# ---- display_reader ----
==> display_reader/layer_met1.png <==
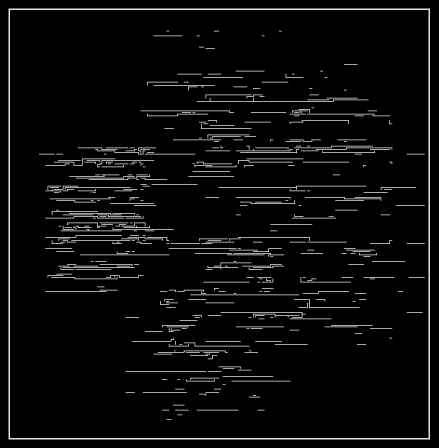

**src/rtl/display_pkg.sv**
```systemverilog
// -----------------------------------------------------------------------------
// display_pkg
// Shared definitions for the seven-segment display reader:
//   - state_t      : frame-assembly state encoding (IDLE / COLLECT / FULL)
//   - COUNT_W      : width of the digit counter (enough for up to 8 digits)
//   - SEG_HEX_0..F : active-low segment patterns (g,f,e,d,c,b,a) for hex 0..F
// -----------------------------------------------------------------------------
package display_pkg;

    typedef enum logic [1:0] {
        ST_IDLE    = 2'd0,
        ST_COLLECT = 2'd1,
        ST_FULL    = 2'd2
    } state_t;

    localparam int COUNT_W = 4;

    // Active-low segment patterns, bit 6 = g ... bit 0 = a.
    localparam logic [6:0] SEG_HEX_0 = 7'h40;
    localparam logic [6:0] SEG_HEX_1 = 7'h79;
    localparam logic [6:0] SEG_HEX_2 = 7'h24;
    localparam logic [6:0] SEG_HEX_3 = 7'h30;
    localparam logic [6:0] SEG_HEX_4 = 7'h19;
    localparam logic [6:0] SEG_HEX_5 = 7'h12;
    localparam logic [6:0] SEG_HEX_6 = 7'h02;
    localparam logic [6:0] SEG_HEX_7 = 7'h78;
    localparam logic [6:0] SEG_HEX_8 = 7'h00;
    localparam logic [6:0] SEG_HEX_9 = 7'h10;
    localparam logic [6:0] SEG_HEX_A = 7'h08;
    localparam logic [6:0] SEG_HEX_B = 7'h03;
    localparam logic [6:0] SEG_HEX_C = 7'h46;
    localparam logic [6:0] SEG_HEX_D = 7'h21;
    localparam logic [6:0] SEG_HEX_E = 7'h06;
    localparam logic [6:0] SEG_HEX_F = 7'h0E;

endpackage

```
**src/rtl/display_reader_seg_to_hex.sv**
```systemverilog
// -----------------------------------------------------------------------------
// seg_to_hex
// Combinational decode of an active-low seven-segment pattern into a hex
// nibble. Any pattern not in the 16-entry table is reported as invalid.
// Ports:
//   seg    in  [6:0] segment pattern g,f,e,d,c,b,a (active-low, dp excluded)
//   nibble out [3:0] decoded hex value (0 when invalid)
//   valid  out       1 when seg matches a table entry
// -----------------------------------------------------------------------------
module seg_to_hex
    import display_pkg::*;
(
    input  logic [6:0] seg,
    output logic [3:0] nibble,
    output logic       valid
);

    // Table lookup; unmatched patterns fall to default and flag invalid.
    always_comb begin
        nibble = 4'h0;
        valid  = 1'b1;
        case (seg)
            SEG_HEX_0: nibble = 4'h0;
            SEG_HEX_1: nibble = 4'h1;
            SEG_HEX_2: nibble = 4'h2;
            SEG_HEX_3: nibble = 4'h3;
            SEG_HEX_4: nibble = 4'h4;
            SEG_HEX_5: nibble = 4'h5;
            SEG_HEX_6: nibble = 4'h6;
            SEG_HEX_7: nibble = 4'h7;
            SEG_HEX_8: nibble = 4'h8;
            SEG_HEX_9: nibble = 4'h9;
            SEG_HEX_A: nibble = 4'hA;
            SEG_HEX_B: nibble = 4'hB;
            SEG_HEX_C: nibble = 4'hC;
            SEG_HEX_D: nibble = 4'hD;
            SEG_HEX_E: nibble = 4'hE;
            SEG_HEX_F: nibble = 4'hF;
            default: begin
                nibble = 4'h0;
                valid  = 1'b0;
            end
        endcase
    end

endmodule

```
**src/rtl/display_reader.sv**
```systemverilog
// -----------------------------------------------------------------------------
// display_reader
// Recovers hex frames from a stream of active-low seven-segment patterns.
// Digits are accepted on in_valid & in_ready, decoded, and shifted into an
// assembly register; once DIGITS digits are collected the frame is presented
// on word_out/out_valid and held until out_ready. Invalid patterns set the
// sticky err flag and discard the partial frame.
//
// Optional feature (macro DP_FRAME_EN): an accepted valid digit with the
// decimal point lit (seg_in[7]=0) restarts the frame with itself as MS nibble.
// Without the macro, seg_in[7] has no effect.
//
// Parameters:
//   DIGITS     digits per frame (1..8)
// Ports:
//   clk        in            clock, rising edge
//   rst        in            asynchronous active-high reset
//   seg_in     in  [7:0]     segment pattern, active-low (bit 7 = dp)
//   in_valid   in            seg_in offered
//   in_ready   out           digit accepted this cycle when in_valid=1
//   word_out   out [4*DIGITS-1:0] last complete frame, first digit in MS nibble
//   out_valid  out           word_out holds an unconsumed frame
//   out_ready  in            consumer takes word_out
//   err        out           sticky invalid-pattern flag
//   err_clr    in            synchronous clear of err (a new error wins)
// -----------------------------------------------------------------------------
module display_reader
    import display_pkg::*;
#(
    parameter int DIGITS = 4
) (
    input  logic                  clk,
    input  logic                  rst,
    input  logic [7:0]            seg_in,
    input  logic                  in_valid,
    output logic                  in_ready,
    output logic [4*DIGITS-1:0]   word_out,
    output logic                  out_valid,
    input  logic                  out_ready,
    output logic                  err,
    input  logic                  err_clr
);

    localparam int                 WORD_W     = 4 * DIGITS;
    localparam logic [COUNT_W-1:0] LAST_COUNT = COUNT_W'(DIGITS);

    state_t               state_r;
    state_t               state_next_s;
    logic [COUNT_W-1:0]   count_r;
    logic [COUNT_W-1:0]   count_next_s;
    logic [COUNT_W-1:0]   base_count_s;
    logic [COUNT_W-1:0]   inc_count_s;
    logic [WORD_W-1:0]    asm_r;
    logic [WORD_W-1:0]    asm_next_s;
    logic [WORD_W-1:0]    base_asm_s;
    logic [WORD_W-1:0]    shifted_s;
    logic [WORD_W-1:0]    word_r;
    logic                 out_valid_r;
    logic                 in_ready_r;
    logic                 err_r;
    logic [3:0]           hex_nibble_s;
    logic                 hex_valid_s;
    logic                 accept_s;
    logic                 frame_start_s;
    logic                 load_word_s;
    logic                 set_err_s;

    seg_to_hex u_seg_to_hex (
        .seg    (seg_in[6:0]),
        .nibble (hex_nibble_s),
        .valid  (hex_valid_s)
    );

    assign accept_s = in_valid & in_ready_r;

`ifdef DP_FRAME_EN
    // A lit decimal point (active-low) marks the first digit of a frame.
    assign frame_start_s = ~seg_in[7];
`else
    // The decimal point is referenced but has no effect in this build.
    assign frame_start_s = 1'b0 & seg_in[7];
`endif

    // Candidate assembly value: restart on frame start, then shift in the nibble.
    always_comb begin
        if (frame_start_s) begin
            base_count_s = {COUNT_W{1'b0}};
            base_asm_s   = {WORD_W{1'b0}};
        end else begin
            base_count_s = count_r;
            base_asm_s   = asm_r;
        end
        inc_count_s    = base_count_s + {{(COUNT_W-1){1'b0}}, 1'b1};
        // Shift form keeps DIGITS=1 legal (the old contents fall off entirely).
        shifted_s      = base_asm_s << 4;
        shifted_s[3:0] = hex_nibble_s;
    end

    // Next-state, counter and assembly-register logic.
    always_comb begin
        state_next_s = state_r;
        count_next_s = count_r;
        asm_next_s   = asm_r;
        load_word_s  = 1'b0;
        set_err_s    = 1'b0;
        case (state_r)
            ST_IDLE, ST_COLLECT: begin
                if (accept_s) begin
                    if (!hex_valid_s) begin
                        set_err_s    = 1'b1;
                        state_next_s = ST_IDLE;
                        count_next_s = {COUNT_W{1'b0}};
                        asm_next_s   = {WORD_W{1'b0}};
                    end else if (inc_count_s == LAST_COUNT) begin
                        // Last digit: publish the frame and clear assembly.
                        load_word_s  = 1'b1;
                        state_next_s = ST_FULL;
                        count_next_s = {COUNT_W{1'b0}};
                        asm_next_s   = {WORD_W{1'b0}};
                    end else begin
                        state_next_s = ST_COLLECT;
                        count_next_s = inc_count_s;
                        asm_next_s   = shifted_s;
                    end
                end else begin
                    state_next_s = state_r;
                end
            end
            ST_FULL: begin
                if (out_ready) begin
                    state_next_s = ST_IDLE;
                end else begin
                    state_next_s = ST_FULL;
                end
            end
            default: begin
                // Unreachable encoding: recover to a clean empty state.
                state_next_s = ST_IDLE;
                count_next_s = {COUNT_W{1'b0}};
                asm_next_s   = {WORD_W{1'b0}};
            end
        endcase
    end

    // State, counter and assembly registers.
    always_ff @(posedge clk or posedge rst) begin
        if (rst) begin
            state_r <= ST_IDLE;
            count_r <= {COUNT_W{1'b0}};
            asm_r   <= {WORD_W{1'b0}};
        end else begin
            state_r <= state_next_s;
            count_r <= count_next_s;
            asm_r   <= asm_next_s;
        end
    end

    // Handshake flags registered from the next state so they track it exactly.
    always_ff @(posedge clk or posedge rst) begin
        if (rst) begin
            out_valid_r <= 1'b0;
            in_ready_r  <= 1'b1;
        end else begin
            out_valid_r <= (state_next_s == ST_FULL);
            in_ready_r  <= (state_next_s != ST_FULL);
        end
    end

    // Output frame register; retains the last frame outside FULL.
    always_ff @(posedge clk or posedge rst) begin
        if (rst) begin
            word_r <= {WORD_W{1'b0}};
        end else if (load_word_s) begin
            word_r <= shifted_s;
        end else begin
            word_r <= word_r;
        end
    end

    // Sticky error flag; a new error outranks a same-cycle clear.
    always_ff @(posedge clk or posedge rst) begin
        if (rst) begin
            err_r <= 1'b0;
        end else if (set_err_s) begin
            err_r <= 1'b1;
        end else if (err_clr) begin
            err_r <= 1'b0;
        end else begin
            err_r <= err_r;
        end
    end

    assign in_ready  = in_ready_r;
    assign out_valid = out_valid_r;
    assign word_out  = word_r;
    assign err       = err_r;

endmodule

```
**config.mk**
```make
export PLATFORM = sky130hd
export DESIGN_NAME = display_reader
export DESIGN_NICKNAME = d
export VERILOG_FILES = /design/src/rtl/display_pkg.sv /design/src/rtl/display_reader_seg_to_hex.sv /design/src/rtl/display_reader.sv
export SDC_FILE = /design/constraint.sdc
export NUM_CORES = 1
export LEC_CHECK = 0
export ABC_CLOCK_PERIOD_IN_PS = 5700
export CAP_MARGIN = 20
export CORE_AREA = 2 2 87 89
export DETAILED_ROUTE_END_ITERATION = 8
export DIE_AREA = 0 0 89 91
export PLACE_DENSITY = 0.47
export RECOVER_POWER = 25
export SLEW_MARGIN = 20
export SYNTH_ARGS = -nofsm -noshare
export SYNTH_HDL_FRONTEND = slang
export SYNTH_SLANG_ARGS = --single-unit
export TNS_END_PERCENT = 1
```
**constraint.sdc**
```tcl
create_clock -name clk -period 5.7 [get_ports clk]
set_clock_uncertainty 0.05 [all_clocks]
set_input_delay 1.14 -clock clk [delete_from_list [all_inputs] [get_ports clk]]
set_output_delay 1.14 -clock clk [all_outputs]
set_load 0.01 [all_outputs]
```
# ---- vga_capture ----
$ cat src/rtl/vga_capture.sv
// vga_capture: locks onto VGA sync timing and streams active-area RGB565 pixels with coordinates
module vga_capture #(
    parameter int H_TOTAL     = 1056,
    parameter int V_TOTAL     = 628,
    parameter int H_ACT_START = 215,
    parameter int H_ACT       = 800,
    parameter int V_ACT_START = 27,
    parameter int V_ACT       = 600,
    parameter int LOCK_FRAMES = 2
) (
    input  logic        sys_clk,
    input  logic        rst_n,
    input  logic        h_sync,
    input  logic        v_sync,
    input  logic [4:0]  red,
    input  logic [5:0]  green,
    input  logic [4:0]  blue,
    output logic        pix_valid,
    output logic [15:0] pix_data,
    output logic [9:0]  pix_x,
    output logic [9:0]  pix_y,
    output logic        frame_start,
    output logic        locked,
    output logic [7:0]  err_cnt
);
    typedef enum logic [1:0] {UNLOCKED, CHECK, LOCKED} state_t;

    localparam logic [10:0] H_END  = 11'(H_TOTAL - 1);
    localparam logic [10:0] H_OVER = 11'(H_TOTAL);
    localparam logic [10:0] HA_S   = 11'(H_ACT_START);
    localparam logic [10:0] HA_E   = 11'(H_ACT_START + H_ACT - 1);
    localparam logic [9:0]  V_END  = 10'(V_TOTAL - 1);
    localparam logic [9:0]  VA_S   = 10'(V_ACT_START);
    localparam logic [9:0]  VA_E   = 10'(V_ACT_START + V_ACT - 1);
    localparam logic [7:0]  LOCK_N = 8'(LOCK_FRAMES);

    state_t      state, state_nxt;
    logic        h1, v1, h2, v_prev, line_open;
    logic [15:0] rgb1;
    logic [10:0] h_pos;
    logic [9:0]  line_cnt;
    logic [7:0]  good_cnt;
    logic        h_fall, fs, bad_line, bad_frame, bad, act;

    assign h_fall    = h2 & ~h1;
    assign fs        = h_fall & ~v1 & v_prev;
    // no line is open after reset, so the first h_sync fall cannot be judged
    assign bad_line  = line_open & (h_fall ? (h_pos != H_END) : (h_pos == H_OVER));
    assign bad_frame = fs & (line_cnt != V_END);
    assign bad       = bad_line | bad_frame;
    // gate on the next state so a lock loss blanks the very next output
    assign act       = (state_nxt == LOCKED) && h_pos >= HA_S && h_pos <= HA_E
                       && line_cnt >= VA_S && line_cnt <= VA_E;

    // Pin capture plus h_sync history; sync bits reset high so release cannot fake an edge
    always_ff @(posedge sys_clk or negedge rst_n)
        if (!rst_n) begin
            h1   <= 1'b1;
            v1   <= 1'b1;
            h2   <= 1'b1;
            rgb1 <= '0;
        end else begin
            h1   <= h_sync;
            v1   <= v_sync;
            h2   <= h1;
            rgb1 <= {red, green, blue};
        end

    // Line/frame position counters, restarted by h_sync fall and frame start
    always_ff @(posedge sys_clk or negedge rst_n)
        if (!rst_n) begin
            h_pos     <= '0;
            line_cnt  <= '0;
            v_prev    <= 1'b1;
            line_open <= 1'b0;
        end else begin
            h_pos <= h_fall ? 11'd0 : h_pos + {10'd0, h_pos != 11'h7ff};
            if (h_fall) begin
                line_cnt  <= fs ? 10'd0 : line_cnt + {9'd0, line_cnt != 10'h3ff};
                v_prev    <= v1;
                line_open <= 1'b1;
            end
        end

    // Lock state register
    always_ff @(posedge sys_clk or negedge rst_n)
        if (!rst_n) state <= UNLOCKED;
        else        state <= state_nxt;

    // Lock transitions; a bad result on a frame start keeps that frame from counting
    always_comb begin
        state_nxt = state;
        case (state)
            UNLOCKED: if (fs && !bad_line) state_nxt = CHECK;
            CHECK:    if (bad) state_nxt = UNLOCKED;
                      else if (fs && good_cnt + 8'd1 >= LOCK_N) state_nxt = LOCKED;
            LOCKED:   if (bad) state_nxt = UNLOCKED;
            default:  state_nxt = UNLOCKED;
        endcase
    end

    // Lock status decode
    always_comb locked = (state == LOCKED);

    // Good-frame tally while checking and saturating count of lock losses
    always_ff @(posedge sys_clk or negedge rst_n)
        if (!rst_n) begin
            good_cnt <= '0;
            err_cnt  <= '0;
        end else begin
            if (state == UNLOCKED) good_cnt <= '0;
            else if (state == CHECK && fs && !bad) good_cnt <= good_cnt + 8'd1;
            if (state == LOCKED && bad && err_cnt != 8'hff) err_cnt <= err_cnt + 8'd1;
        end

    // Registered pixel outputs, forced to zero outside the locked active area
    always_ff @(posedge sys_clk or negedge rst_n)
        if (!rst_n) begin
            pix_valid   <= 1'b0;
            pix_data    <= '0;
            pix_x       <= '0;
            pix_y       <= '0;
            frame_start <= 1'b0;
        end else begin
            pix_valid   <= act;
            pix_data    <= act ? rgb1 : 16'd0;
            pix_x       <= act ? 10'(h_pos - HA_S) : 10'd0;
            pix_y       <= act ? line_cnt - VA_S : 10'd0;
            frame_start <= act && h_pos == HA_S && line_cnt == VA_S;
        end
endmodule

$ cat config.mk
export PLATFORM = sky130hd
export DESIGN_NAME = vga_capture
export DESIGN_NICKNAME = d
export VERILOG_FILES = /design/src/rtl/vga_capture.sv
export SDC_FILE = /design/constraint.sdc
export NUM_CORES = 1
export LEC_CHECK = 0
export ABC_CLOCK_PERIOD_IN_PS = 4580
export CORE_MARGIN = 5
export CORE_UTILIZATION = 50
export DETAILED_ROUTE_END_ITERATION = 8
export PLACE_DENSITY = 0.75
export SYNTH_ARGS = -nofsm -noshare
export SYNTH_HDL_FRONTEND = slang
export SYNTH_SLANG_ARGS = --single-unit
$ cat constraint.sdc
create_clock -name sys_clk -period 4.58 [get_ports sys_clk]
set_input_delay 0.916 -clock sys_clk [delete_from_list [all_inputs] [get_ports sys_clk]]
set_output_delay 0.916 -clock sys_clk [all_outputs]
set_load 0.005 [all_outputs]
# ---- axi_read_responder ----
**config.mk**
```make
export PLATFORM = sky130hd
export DESIGN_NAME = axi_read_responder
export DESIGN_NICKNAME = d
export VERILOG_FILES = /design/src/rtl/axi_resp_pkg.sv /design/src/rtl/axi_r_fifo.sv /design/src/rtl/axi_read_responder.sv
export SDC_FILE = /design/constraint.sdc
export NUM_CORES = 1
export LEC_CHECK = 0
export CELL_PAD_IN_SITES_DETAIL_PLACEMENT = 2
export CELL_PAD_IN_SITES_GLOBAL_PLACEMENT = 2
export CORE_MARGIN = 2
export CORE_UTILIZATION = 34
export DETAILED_ROUTE_END_ITERATION = 10
export PLACE_DENSITY_LB_ADDON = 0.15
export SLEW_MARGIN = 20
export SYNTH_ARGS = -nofsm -noshare
export SYNTH_HDL_FRONTEND = slang
export SYNTH_HIERARCHICAL = 1
export SYNTH_SLANG_ARGS = --single-unit
export TNS_END_PERCENT = 100
```
**constraint.sdc**
```tcl
create_clock -name clk_i -period 10.21 [get_ports clk_i]
set_input_delay 1.5315 -clock clk_i [delete_from_list [all_inputs] [get_ports clk_i]]
set_output_delay 1.5315 -clock clk_i [all_outputs]
set_load 0.02 [all_outputs]
```
**src/rtl/axi_resp_pkg.sv**
```systemverilog
// Shared AXI read-responder encodings: burst types, response codes and FSM states.
package axi_resp_pkg;

    typedef enum logic [1:0] {
        BURST_FIXED = 2'b00,
        BURST_INCR  = 2'b01,
        BURST_WRAP  = 2'b10,
        BURST_RSVD  = 2'b11
    } burst_e;

    typedef enum logic [1:0] {
        RESP_OKAY   = 2'b00,
        RESP_EXOKAY = 2'b01,
        RESP_SLVERR = 2'b10,
        RESP_DECERR = 2'b11
    } resp_e;

    typedef enum logic {
        ST_IDLE  = 1'b0,
        ST_BURST = 1'b1
    } state_e;

    // WRAP bursts are only legal with 2, 4, 8 or 16 beats.
    function automatic logic wrap_len_ok(input logic [7:0] len);
        return (len == 8'd1) || (len == 8'd3) || (len == 8'd7) || (len == 8'd15);
    endfunction

endpackage

```
**src/rtl/axi_r_fifo.sv**
```systemverilog
// Two-entry R-beat FIFO; a push into a full FIFO is accepted when a pop happens in the same cycle.
module axi_r_fifo #(
    parameter int WIDTH = 8
) (
    input  logic             clk_i,
    input  logic             rst_i,
    input  logic             push_i,
    input  logic [WIDTH-1:0] data_i,
    input  logic             pop_i,
    output logic [WIDTH-1:0] data_o,
    output logic             valid_o,
    output logic [1:0]       count_o
);
    logic [1:0][WIDTH-1:0] mem_q;
    logic                  wr_ptr_q, wr_ptr_d;
    logic                  rd_ptr_q, rd_ptr_d;
    logic [1:0]            cnt_q, cnt_d;
    logic                  do_push, do_pop;

    always_comb begin
        do_pop   = pop_i && (cnt_q != 2'd0);
        do_push  = push_i && ((cnt_q != 2'd2) || do_pop);
        wr_ptr_d = wr_ptr_q ^ do_push;
        rd_ptr_d = rd_ptr_q ^ do_pop;
        cnt_d    = cnt_q + {1'b0, do_push} - {1'b0, do_pop};
    end

    always_ff @(posedge clk_i) begin
        if (rst_i) begin
            wr_ptr_q <= 1'b0;
            rd_ptr_q <= 1'b0;
            cnt_q    <= 2'd0;
        end else begin
            wr_ptr_q <= wr_ptr_d;
            rd_ptr_q <= rd_ptr_d;
            cnt_q    <= cnt_d;
            if (do_push) mem_q[wr_ptr_q] <= data_i;
        end
    end

    assign data_o  = mem_q[rd_ptr_q];
    assign valid_o = (cnt_q != 2'd0);
    assign count_o = cnt_q;

endmodule

```
**src/rtl/axi_read_responder.sv**
```systemverilog
// AXI read responder: accepts one AR burst at a time, reads a 1-cycle-latency memory per beat
// and returns R beats through a 2-entry FIFO; illegal bursts answer SLVERR without touching memory.
module axi_read_responder
    import axi_resp_pkg::*;
#(
    parameter int ID_WIDTH   = 4,
    parameter int ADDR_WIDTH = 32,
    parameter int DATA_WIDTH = 64,
    parameter int USER_WIDTH = 6
) (
    input  logic                  clk_i,
    input  logic                  rst_i,

    input  logic                  slave_valid_i,
    input  logic [ADDR_WIDTH-1:0] slave_addr_i,
    input  logic [7:0]            slave_len_i,
    input  logic [2:0]            slave_size_i,
    input  logic [1:0]            slave_burst_i,
    input  logic [ID_WIDTH-1:0]   slave_id_i,
    input  logic [USER_WIDTH-1:0] slave_user_i,
    output logic                  slave_ready_o,

    output logic                  master_valid_o,
    output logic [DATA_WIDTH-1:0] master_data_o,
    output logic [1:0]            master_resp_o,
    output logic                  master_last_o,
    output logic [ID_WIDTH-1:0]   master_id_o,
    output logic [USER_WIDTH-1:0] master_user_o,
    input  logic                  master_ready_i,

    output logic                  mem_req_o,
    output logic [ADDR_WIDTH-1:0] mem_addr_o,
    input  logic [DATA_WIDTH-1:0] mem_rdata_i
);
    localparam int BYTES_LOG2 = $clog2(DATA_WIDTH / 8);
    localparam int FIFO_W     = ID_WIDTH + USER_WIDTH + 2 + 1 + DATA_WIDTH;
    localparam logic [ADDR_WIDTH-1:0] WORD_MASK = ~(ADDR_WIDTH'((1 << BYTES_LOG2) - 1));

    state_e                state_q, state_d;
    logic [ADDR_WIDTH-1:0] addr_q, addr_d;
    logic [7:0]            len_q, len_d;
    logic [7:0]            beats_q, beats_d;
    logic [2:0]            size_q, size_d;
    burst_e                burst_q, burst_d;
    logic [ID_WIDTH-1:0]   id_q, id_d;
    logic [USER_WIDTH-1:0] user_q, user_d;
    logic                  err_q, err_d;

    // Beat issued last cycle; its memory data arrives this cycle and is pushed with this sideband.
    logic                  infl_q, infl_d;
    logic                  infl_last_q, infl_last_d;
    logic                  infl_err_q, infl_err_d;
    logic [ID_WIDTH-1:0]   infl_id_q, infl_id_d;
    logic [USER_WIDTH-1:0] infl_user_q, infl_user_d;

    logic                  ar_hs, ar_err, issue, credit_ok, pop;
    logic [2:0]            occ;
    logic [1:0]            fifo_cnt;
    logic                  fifo_valid;
    logic [FIFO_W-1:0]     fifo_din, fifo_dout;
    logic [ADDR_WIDTH-1:0] step, aligned, incr_addr, wrap_mask, next_addr;

    assign ar_hs  = slave_valid_i && slave_ready_o;
    assign ar_err = (burst_e'(slave_burst_i) == BURST_RSVD)
                 || (int'(slave_size_i) > BYTES_LOG2)
                 || ((burst_e'(slave_burst_i) == BURST_WRAP) && !wrap_len_ok(slave_len_i));

    // Occupancy once this cycle's pop and in-flight push settle; a new beat needs a free slot there.
    assign pop       = master_valid_o && master_ready_i;
    assign occ       = {1'b0, fifo_cnt} + {2'b0, infl_q} - {2'b0, pop};
    assign credit_ok = (occ < 3'd2);

    always_ff @(posedge clk_i) begin
        if (rst_i) state_q <= ST_IDLE;
        else       state_q <= state_d;
    end

    always_comb begin
        state_d = state_q;
        case (state_q)
            ST_IDLE:  if (ar_hs) state_d = ST_BURST;
            ST_BURST: if (issue && (beats_q == 8'd0)) state_d = ST_IDLE;
            default:  state_d = ST_IDLE;
        endcase
    end

    always_comb begin
        slave_ready_o = 1'b0;
        issue         = 1'b0;
        if (!rst_i) begin
            case (state_q)
                ST_IDLE:  slave_ready_o = 1'b1;
                ST_BURST: issue = credit_ok;
                default:  ;
            endcase
        end
    end

    always_comb begin
        step      = ADDR_WIDTH'(1) << size_q;
        aligned   = addr_q & ~(step - ADDR_WIDTH'(1));
        incr_addr = aligned + step;
        wrap_mask = ((ADDR_WIDTH'(len_q) + ADDR_WIDTH'(1)) << size_q) - ADDR_WIDTH'(1);
        case (burst_q)
            BURST_INCR: next_addr = incr_addr;
            BURST_WRAP: next_addr = (aligned & ~wrap_mask) | (incr_addr & wrap_mask);
            default:    next_addr = addr_q;
        endcase
    end

    always_comb begin
        addr_d      = addr_q;
        len_d       = len_q;
        beats_d     = beats_q;
        size_d      = size_q;
        burst_d     = burst_q;
        id_d        = id_q;
        user_d      = user_q;
        err_d       = err_q;
        infl_d      = issue;
        infl_last_d = (beats_q == 8'd0);
        infl_err_d  = err_q;
        infl_id_d   = id_q;
        infl_user_d = user_q;
        if (ar_hs) begin
            addr_d  = slave_addr_i;
            len_d   = slave_len_i;
            beats_d = slave_len_i;
            size_d  = slave_size_i;
            burst_d = burst_e'(slave_burst_i);
            id_d    = slave_id_i;
            user_d  = slave_user_i;
            err_d   = ar_err;
        end else if (issue) begin
            addr_d  = next_addr;
            beats_d = beats_q - 8'd1;
        end
    end

    always_ff @(posedge clk_i) begin
        if (rst_i) begin
            addr_q      <= '0;
            len_q       <= '0;
            beats_q     <= '0;
            size_q      <= '0;
            burst_q     <= BURST_FIXED;
            id_q        <= '0;
            user_q      <= '0;
            err_q       <= 1'b0;
            infl_q      <= 1'b0;
            infl_last_q <= 1'b0;
            infl_err_q  <= 1'b0;
            infl_id_q   <= '0;
            infl_user_q <= '0;
        end else begin
            addr_q      <= addr_d;
            len_q       <= len_d;
            beats_q     <= beats_d;
            size_q      <= size_d;
            burst_q     <= burst_d;
            id_q        <= id_d;
            user_q      <= user_d;
            err_q       <= err_d;
            infl_q      <= infl_d;
            infl_last_q <= infl_last_d;
            infl_err_q  <= infl_err_d;
            infl_id_q   <= infl_id_d;
            infl_user_q <= infl_user_d;
        end
    end

    assign mem_req_o  = issue && !err_q;
    assign mem_addr_o = addr_q & WORD_MASK;

    assign fifo_din = {infl_id_q, infl_user_q,
                       (infl_err_q ? RESP_SLVERR : RESP_OKAY),
                       infl_last_q,
                       (infl_err_q ? {DATA_WIDTH{1'b0}} : mem_rdata_i)};

    axi_r_fifo #(.WIDTH(FIFO_W)) u_r_fifo (
        .clk_i   (clk_i),
        .rst_i   (rst_i),
        .push_i  (infl_q),
        .data_i  (fifo_din),
        .pop_i   (pop),
        .data_o  (fifo_dout),
        .valid_o (fifo_valid),
        .count_o (fifo_cnt)
    );

    assign master_valid_o = fifo_valid && !rst_i;
    assign {master_id_o, master_user_o, master_resp_o, master_last_o, master_data_o} = fifo_dout;

endmodule

```
# ---- cycle_event_gen ----
## src/rtl/cycle_event_gen.sv

```systemverilog
// cycle_event_gen
//   Free-running cycle counter with NCH independent divider/event channels.
//   Each channel holds a divide ratio (periodic tick + divided square wave)
//   and a one-shot match value compared against the cycle counter.
//
// Ports
//   clk        - single clock, all state updates on rising edge
//   reset      - asynchronous, active-high
//   en         - global count enable; 0 freezes cycle/divider/arm state
//   cfg_valid  - configuration write request
//   cfg_ready  - write may be accepted this cycle (drops for one cycle after each accept)
//   cfg_ch     - target channel index; values >= NCH are rejected with cfg_err
//   cfg_div    - divide ratio, 0 disables the channel's divider
//   cfg_match  - cycle value for the channel's one-shot event
//   cfg_err    - one-cycle pulse after a write to a nonexistent channel
//   cycle      - free-running cycle count
//   wrap       - one-cycle pulse after cycle wraps from all-ones to 0
//   tick       - per-channel one-cycle divider pulse
//   div_clk    - per-channel divided square wave, toggles on each tick
//   match_evt  - per-channel one-shot match pulse
module cycle_event_gen #(
  parameter int unsigned NCH   = 4,
  parameter int unsigned CNT_W = 32,
  parameter int unsigned DIV_W = 16,
  localparam int unsigned CH_W = ($clog2(NCH + 1) > 1) ? $clog2(NCH + 1) : 1
) (
  input  logic             clk,
  input  logic             reset,
  input  logic             en,
  input  logic             cfg_valid,
  output logic             cfg_ready,
  input  logic [CH_W-1:0]  cfg_ch,
  input  logic [DIV_W-1:0] cfg_div,
  input  logic [CNT_W-1:0] cfg_match,
  output logic             cfg_err,
  output logic [CNT_W-1:0] cycle,
  output logic             wrap,
  output logic [NCH-1:0]   tick,
  output logic [NCH-1:0]   div_clk,
  output logic [NCH-1:0]   match_evt
);

  typedef enum logic [1:0] {
    ST_INIT,   // held in reset / first cycle after release: not ready
    ST_READY,  // accepting writes
    ST_HOLD    // one-cycle gap after an accepted write
  } cfg_state_t;

  cfg_state_t state, state_nxt;
  logic       cfg_acc;
  logic       ch_ok;

  assign cfg_acc = cfg_valid && cfg_ready;
  assign ch_ok   = (cfg_ch < CH_W'(NCH));

  // Configuration handshake FSM
  always_ff @(posedge clk or posedge reset) begin
    if (reset) state <= ST_INIT;
    else       state <= state_nxt;
  end

  always_comb begin
    state_nxt = state;
    case (state)
      ST_INIT:  state_nxt = ST_READY;
      ST_READY: if (cfg_valid) state_nxt = ST_HOLD;
      ST_HOLD:  state_nxt = ST_READY;
      default:  state_nxt = ST_INIT;
    endcase
  end

  // Decoded directly from the state register, so no input reaches it
  always_comb begin
    cfg_ready = (state == ST_READY);
  end

  // Cycle counter, wrap pulse and write-error pulse
  always_ff @(posedge clk or posedge reset) begin
    if (reset) begin
      cycle   <= '0;
      wrap    <= 1'b0;
      cfg_err <= 1'b0;
    end else begin
      cfg_err <= cfg_acc && !ch_ok;
      if (en) begin
        cycle <= cycle + CNT_W'(1);
        wrap  <= (cycle == '1);
      end else begin
        wrap  <= 1'b0;
      end
    end
  end

  // Per-channel divider and one-shot match
  for (genvar g = 0; g < NCH; g++) begin : g_ch
    logic [DIV_W-1:0] div_r;
    logic [DIV_W-1:0] dcnt_r;
    logic [CNT_W-1:0] match_r;
    logic             armed_r;
    logic             tick_r;
    logic             dclk_r;
    logic             evt_r;
    logic             wr_sel;
    logic             div_last;

    assign wr_sel = cfg_acc && (cfg_ch == CH_W'(g));

    always_comb begin
      div_last = (dcnt_r == div_r - DIV_W'(1));
    end

    // A write to this channel wins over any tick/match due on the same edge
    always_ff @(posedge clk or posedge reset) begin
      if (reset) begin
        div_r   <= '0;
        dcnt_r  <= '0;
        match_r <= '0;
        armed_r <= 1'b0;
        tick_r  <= 1'b0;
        dclk_r  <= 1'b0;
        evt_r   <= 1'b0;
      end else if (wr_sel) begin
        div_r   <= cfg_div;
        match_r <= cfg_match;
        dcnt_r  <= '0;
        dclk_r  <= 1'b0;
        armed_r <= 1'b1;
        tick_r  <= 1'b0;
        evt_r   <= 1'b0;
      end else if (en) begin
        if (div_r == '0) begin
          dcnt_r <= '0;
          tick_r <= 1'b0;
        end else if (div_last) begin
          dcnt_r <= '0;
          tick_r <= 1'b1;
          dclk_r <= ~dclk_r;
        end else begin
          dcnt_r <= dcnt_r + DIV_W'(1);
          tick_r <= 1'b0;
        end
        // Compared against the pre-increment cycle value
        if (armed_r && (cycle == match_r)) begin
          evt_r   <= 1'b1;
          armed_r <= 1'b0;
        end else begin
          evt_r   <= 1'b0;
        end
      end else begin
        tick_r <= 1'b0;
        evt_r  <= 1'b0;
      end
    end

    assign tick[g]      = tick_r;
    assign div_clk[g]   = dclk_r;
    assign match_evt[g] = evt_r;
  end

endmodule

```

## config.mk

```make
export PLATFORM = sky130hd
export DESIGN_NAME = cycle_event_gen
export DESIGN_NICKNAME = d
export VERILOG_FILES = /design/src/rtl/cycle_event_gen.sv
export SDC_FILE = /design/constraint.sdc
export NUM_CORES = 1
export LEC_CHECK = 0
export ABC_AREA = 0
export CELL_PAD_IN_SITES_DETAIL_PLACEMENT = 1
export CELL_PAD_IN_SITES_GLOBAL_PLACEMENT = 2
export CORE_UTILIZATION = 41
export CTS_CLUSTER_DIAMETER = 80
export CTS_CLUSTER_SIZE = 10
export DETAILED_ROUTE_END_ITERATION = 10
export MAX_ROUTING_LAYER = met4
export PLACE_DENSITY = 0.9
export SYNTH_ARGS = -nofsm -noshare
export SYNTH_HDL_FRONTEND = slang
export SYNTH_SLANG_ARGS = --single-unit
```

## constraint.sdc

```tcl
create_clock -name clk -period 17.94 [get_ports clk]
set_input_delay 3.588 -clock clk [delete_from_list [all_inputs] [get_ports clk]]
set_output_delay 3.588 -clock clk [all_outputs]
set_load 0.1 [all_outputs]
```


==> gallery <==
The metal 1 layer.
picture 1
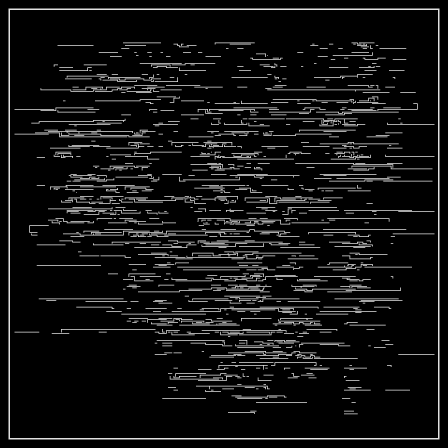
picture 2
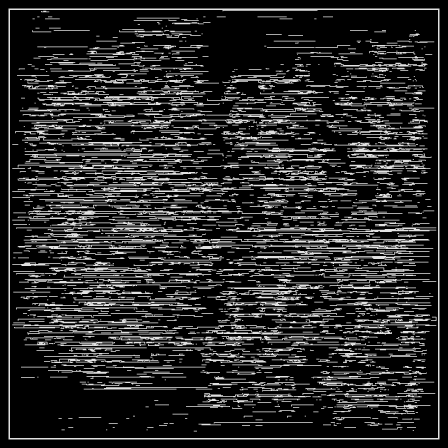
picture 3
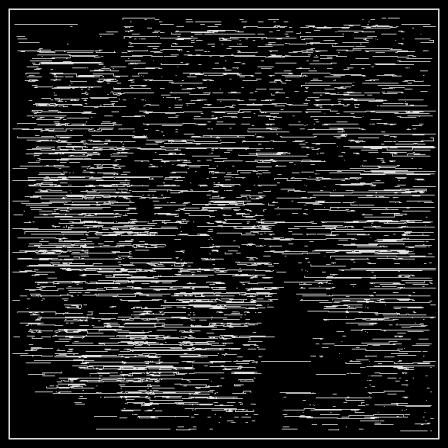
vga_capture -> picture 1
axi_read_responder -> picture 3
cycle_event_gen -> picture 2

==> cycle_event_gen/layer_met3.png <==
Bar = 50 um.
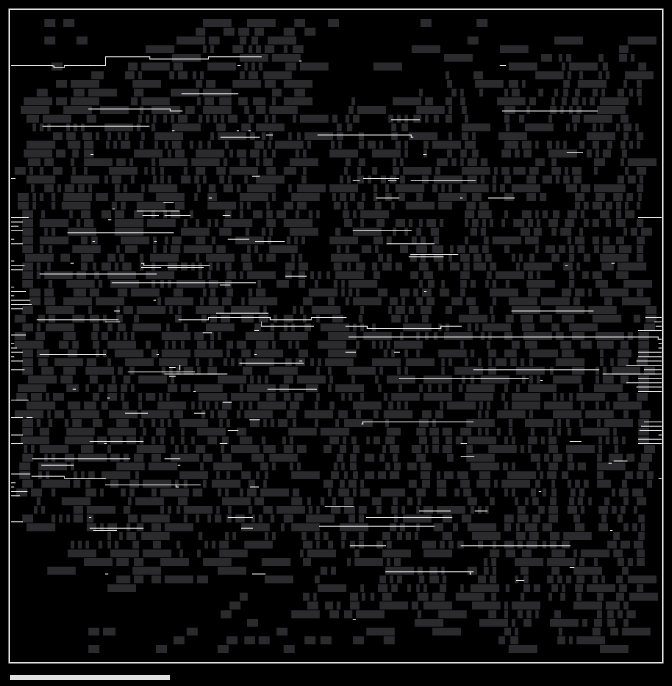
The layer holds 3.2% of the routed length. The layer carries 1690 um of wire. 122 nets have wire on it.

==> results.tsv, cycle_event_gen <==
stage	metric	value	unit
run_status	run status	finished clean	
logic_synthesis	top-count cell post-synth	nand2_1	
final_layout	biggest regs	g_ch.match_r: 128 flops, g_ch.dcnt_r: 64 flops, g_ch.div_r: 64 flops	
final_layout	sequential share of cell area	40.6	%
logic_synthesis	Synth area leader	dfrtp_1	
floorplanning	Tap Count	525	
logic_synthesis	top cells, area	dfrtp_1 46%, nand2_1 11%, xnor2_1 6.2%	
setup_path	Max stage delay on crit path	0.83	ns
power	Gate power share	30.2	%
logic_synthesis	Synth Area in Adders	0.673	%
final_layout	Comb/total area	44.0	%
final_timing	Fin Setup TNS	0	ns
flow_run	number of warnings in the stage logs	28	
logic_synthesis	top cells by count	512 x nand2_1, 308 x dfrtp_1, 118 x xnor2_1	
logic_synthesis	Post-Syn Instances	1888	
setup_path	reg2reg setup slack	13.99	ns
power	Lkg Pwr	8.59	nW
min_path	Hold Crit Class	register to register	
power	combinational-cell power consumption	745	uW
global_route	initial antenna violation count	1	
place	placed cell area	18000	sq um
flow_run	Max Cap Viol	0	
min_path	Worst Hold End	g_ch[1].match_r[9]$_DFFE_PP0P_	
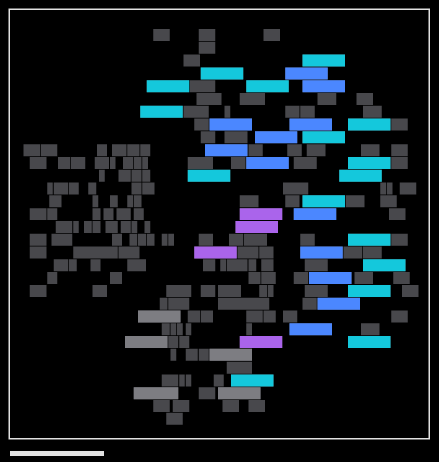
(display_reader/flops_by_reg.png)
Bar = 20 um. Other sequential cells in the stronger gray, the rest of the logic in the fainter gray.
Key: blue = asm_r [placed flops 12]; purple = base_count_s [placed flops 4, where center]; cyan = word_out [placed flops 16]
Another 5 sequential cells are not colored.
Flop area: 927 sq um
Util after Layout: 33.7%
seq pwr: 268 uW
sequential share of cell area: 38.6%

About display_reader/layer_met1.png:
The wires run mostly horizontal. 180 nets have wire on it.
met1 Use GR: 13.5%
vias after detailed routing: 1340
detailed-route wire length: 3.75 mm

==> results.tsv, display_reader <==
stage	metric	value	unit
power	PwrDens	228	nW/um^2
final_timing	final worst setup slack	1.95	ns
floorplanning	chip area	8100	sq um
setup_path	worst setup path class	primary input to register	
final_layout	multi-input logic area	915	sq um
clocking	CTS tree	yes	
global_route	largest net degree at the start of global routing	38	
flow_run	Max Cap Viol	1	
power	combinational-cell power consumption	49.3	uW
logic_synthesis	yosys stat cell total	165	
detailed_routing	DRT iter0 DRCs	50	
final_layout	number of non-clock buffers	32	
global_route	Total GRT Usage	9.91	%
logic_synthesis	Synth Area in Adders	1.30	%
setup_path	worst r2r src	base_count_s[0]$_DFFE_PP0P_	
place	gpl congestion	0.750	
logic_synthesis	post-synthesis sequential area ratio	48.0	%
run_status	run status	complete, but fails checks	
global_route	first-pass GRT wire length	6.35	mm
setup_path	CP top delay family	AND-OR/OR-AND gates	
clocking	CTS sink count	37	
global_route	Most Crowded Layer GR	met2	
final_timing	relative slew slack	-29.4	%
setup_path	Crit path depth	7	
final_timing	WHS	0.434	ns
clocking	clk buf depth	2	
clocking	post-cts resize count	0	
power	sequential power share	48.9	%
setup_path	CP startpoint kind	primary input	
place	DP Worst Slack	1.59	ns
final_layout	Area-dominant class	flip-flops and latches	
floorplanning	Rows	31	
logic_synthesis	library cells used by synthesis	48	
logic_synthesis	Top FF cell, synth	dfrtp_1	
logic_synthesis	EDFF count, synth	0	
setup_path	reg2reg setup slack	3.34	ns
final_timing	Tcrit/Tclk final	65.7	%
setup_path	CP Capture Type	register	
flow_run	number of warnings in the stage logs	28	
power	Clock power frac	42.1	%
setup_path	reg2reg path depth	7	
floorplanning	Core ar.	7140	sq um
min_path	Worst Hold End	word_out[11]$_DFFE_PP0P_	
detailed_routing	Antenna Nets Post-Route	0	
setup_path	Critical Path AT	3.91	ns
run_status	failing checks	max-capacitance violations, max-slew violations	
logic_synthesis	Synth area leader	dfrtp_1	
final_timing	Max Slew Vio Count	38	
setup_path	slowest CP cell	a311oi_2	
setup_path	Critical Path RT	5.87	ns
logic_synthesis	XOR Share, Synth	1.81	%
global_route	initial antenna violation count	0	
setup_path	Worst Setup SP	seg_in[1]	
==> vga_capture/layer_met2.png <==
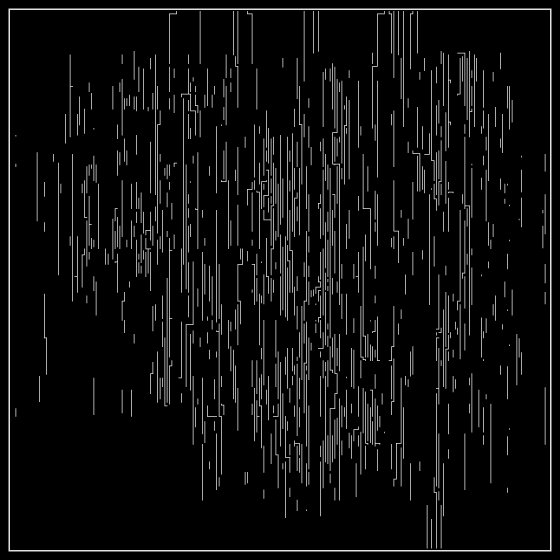
The wires run mostly vertical. The layer carries 4080 um of wire. 411 nets have wire on it.
met2 usage: 25.9%
vias after detailed routing: 3241
detailed-route wire length: 8.96 mm

==> results.tsv, vga_capture <==
stage	metric	value	unit
run_status	run status	finished clean	
final_layout	# clk buffers	9	
detailed_routing	Routed met3 length	497	um
place	DP Worst Slack	1.70	ns
clocking	total CTS buffers	9	
final_layout	Commonest Layout Cell	dfrtp_1	
logic_synthesis	top-count cell post-synth	dfrtp_1	
logic_synthesis	library cells used by synthesis	55	
power	Gate power share	11.1	%
final_timing	WHS	0.414	ns
global_route	M3 GR Usage	4.93	%
global_route	vias in the first global route	3142	
min_path	Hold Crit Class	register to register	
logic_synthesis	Compound Share, Synth	7.77	%
place	placed cell area	5200	sq um
min_path	hold depth	0	
==> axi_read_responder/congestion.png <==
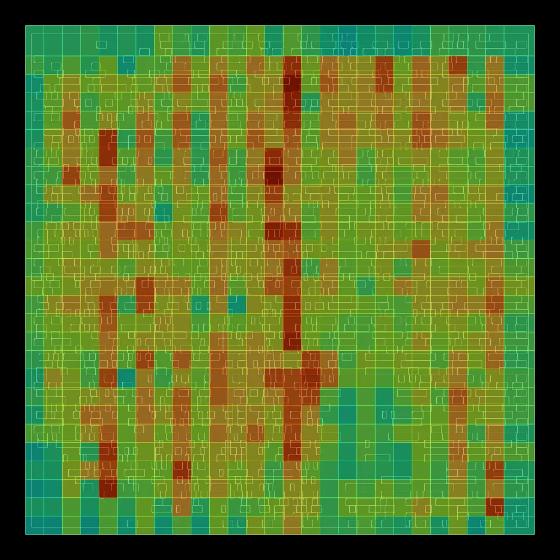
average wire per standard cell: 21.9 um
Total GRT Usage: 20.0%
Most Crowded Layer GR: met2

==> results.tsv, axi_read_responder <==
stage	metric	value	unit
run_status	run status	finished clean	
final_layout	antenna cells	0	
detailed_routing	vias after detailed routing	8958	
final_layout	fillcell total	3538	
power	Pint	1.82	mW
floorplanning	chip area	36400	sq um
detailed_routing	Routed met3 length	1.71	mm
final_layout	Area growth, synth to finish	28.4	%
final_layout	comb_multi_in	694	
setup_path	Worst Setup SP	rst_i	
floorplanning	Tap Count	455	
detailed_routing	Vias/cell	5.27	
final_layout	# clk buffers	34	
global_route	vias in the first global route	9765	
place	port bufs	231	
clocking	Setup Fix Bufs, Post-CTS	0	
final_layout	Flop area	6270	sq um
setup_path	CP Capture Type	output pin	
final_timing	final worst setup slack	3.76	ns
setup_path	CP max FO	68	
power	seq pwr	1.09	mW
setup_path	reg2reg end	addr_q[23]$_SDFFE_PP0P_	
final_timing	relative slew slack	29.7	%
final_layout	multi-input logic area	4990	sq um
final_layout	number of non-clock buffers	245	
power	Switch Pwr	604	uW
power	Clock power frac	42.1	%
clocking	CTS tree	yes	
setup_path	Worst Path Buf+Inv	3	
logic_synthesis	library cells used by synthesis	84	
global_route	met1 Use GR	24.9	%
logic_synthesis	Post-Syn Instances	1039	
logic_synthesis	Top cell area share	39.0	%
setup_path	crit-path cells	buf_2 -> buf_4 -> nor2b_1 -> and2_1 -> ha_1 -> nand2b_1 -> fa_1 -> xnor2_1 -> nand4_1 -> nor2_1 -> clkdlybuf4s50_1	
logic_synthesis	EDFF count, synth	154	
power	Lkg Pwr	5.22	nW
place	placed cell area	14300	sq um
power	Gate power share	13.2	%
setup_path	worst r2r src	u_r_fifo/count_o[1]$_SDFF_PP0_	
final_timing	Peak Freq	155	MHz
place	DP Worst Slack	3.81	ns
global_route	first-pass GRT wire length	56.9	mm
setup_path	Critical Path RT	8.68	ns
power	Tot Pwr	2.43	mW
logic_synthesis	MUX area fraction	10.0	%
power	PwrDens	159	nW/um^2
detailed_routing	Met1 Wirelength	16.1	mm
final_timing	Fin Setup TNS	0	ns
floorplanning	Die H	191	um
final_timing	Final Hold Vio Count	0	
logic_synthesis	top cells by count	154 x edfxtp_1, 85 x nor2b_1, 82 x dfxtp_1	
setup_path	Crit path depth	11	
detailed_routing	DR WL met2	18.7	mm
min_path	Hold Crit Class	register to register	
floorplanning	Top Ports	235	
logic_synthesis	Main logic family	simple AND/OR/NAND/NOR gates	
detailed_routing	Residual DRC	0	
logic_synthesis	yosys warns	6	
power	sequential power share	44.7	%
final_timing	Setup Viol. Count Final	0	
flow_run	number of warnings in the stage logs	27	
setup_path	reg2reg path depth	17	
detailed_routing	detailed-route wire length	37.3	mm
final_layout	Finished Cell Area	15200	sq um
logic_synthesis	yosys simple share	15.7	%
floorplanning	Core ar.	34500	sq um


==> notes/layouts.md <==
Pictures saved along the way, in no particular order.

M2 wires.
panel A
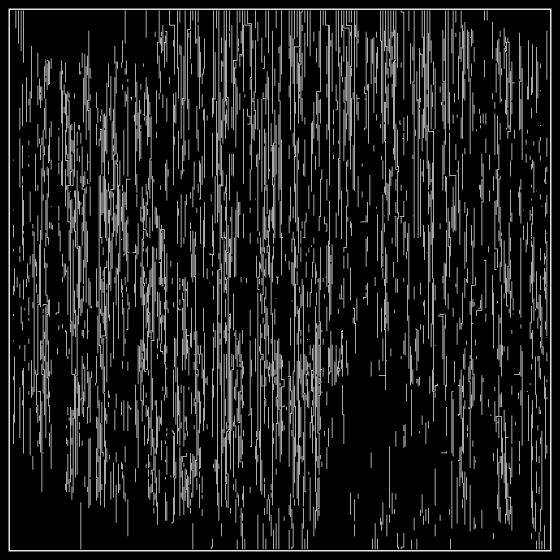
panel B
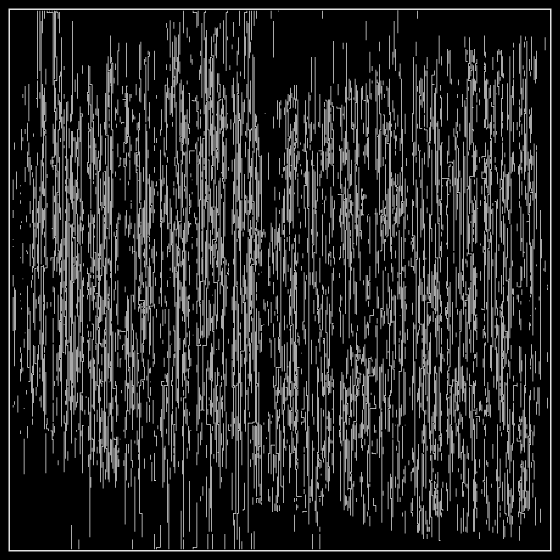
panel C
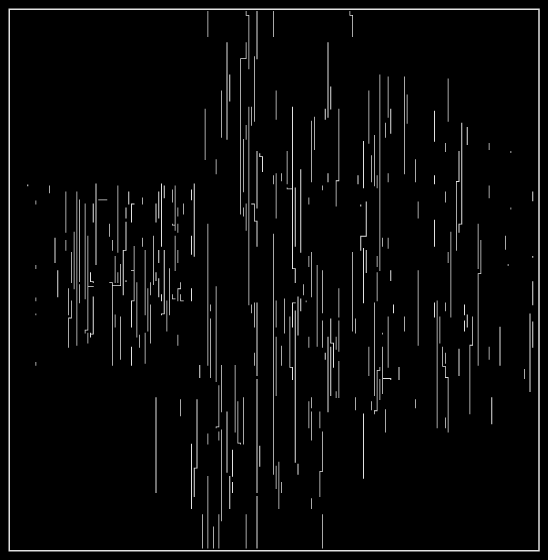
| picture | from |
|---|---|
| panel C | display_reader |
| panel A | axi_read_responder |
| panel B | cycle_event_gen |


==> gallery <==
M3 wires.
image #1
Bar = 20 um.
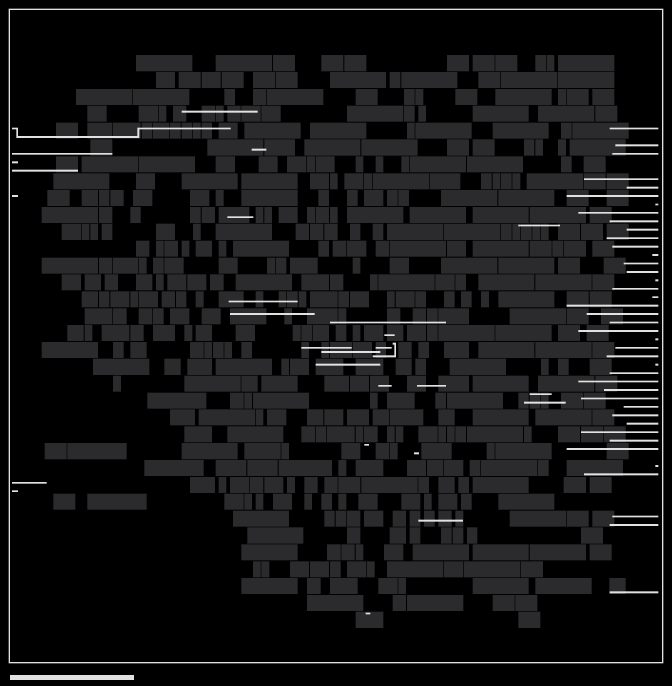
image #2
Bar = 50 um.
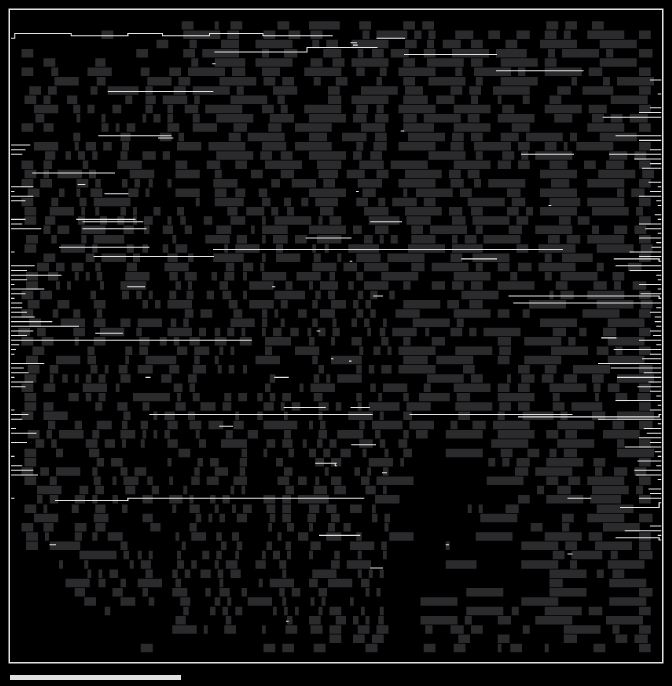
image #3
Bar = 20 um.
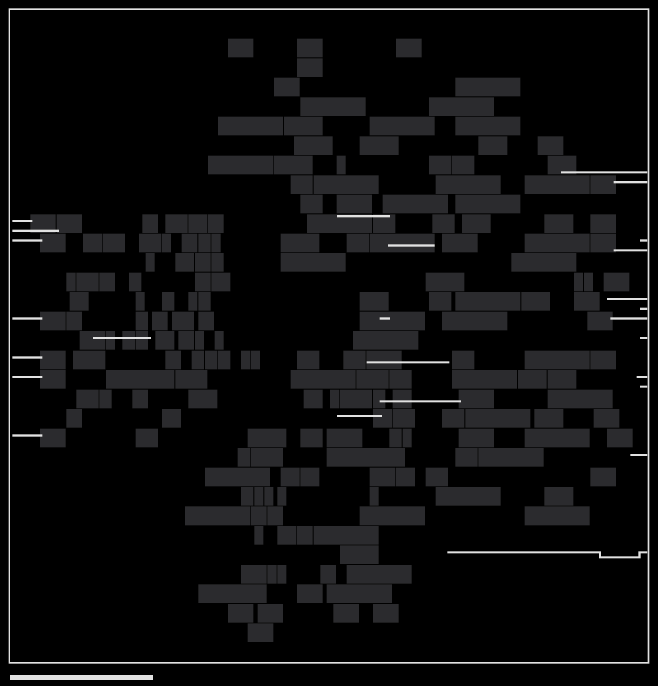
Image #1 comes from vga_capture.
Image #2 comes from axi_read_responder.
Image #3 comes from display_reader.
- largest die: image #2
- smallest die: image #3

No activity file was given, so power comes from the tool's default toggle rates.
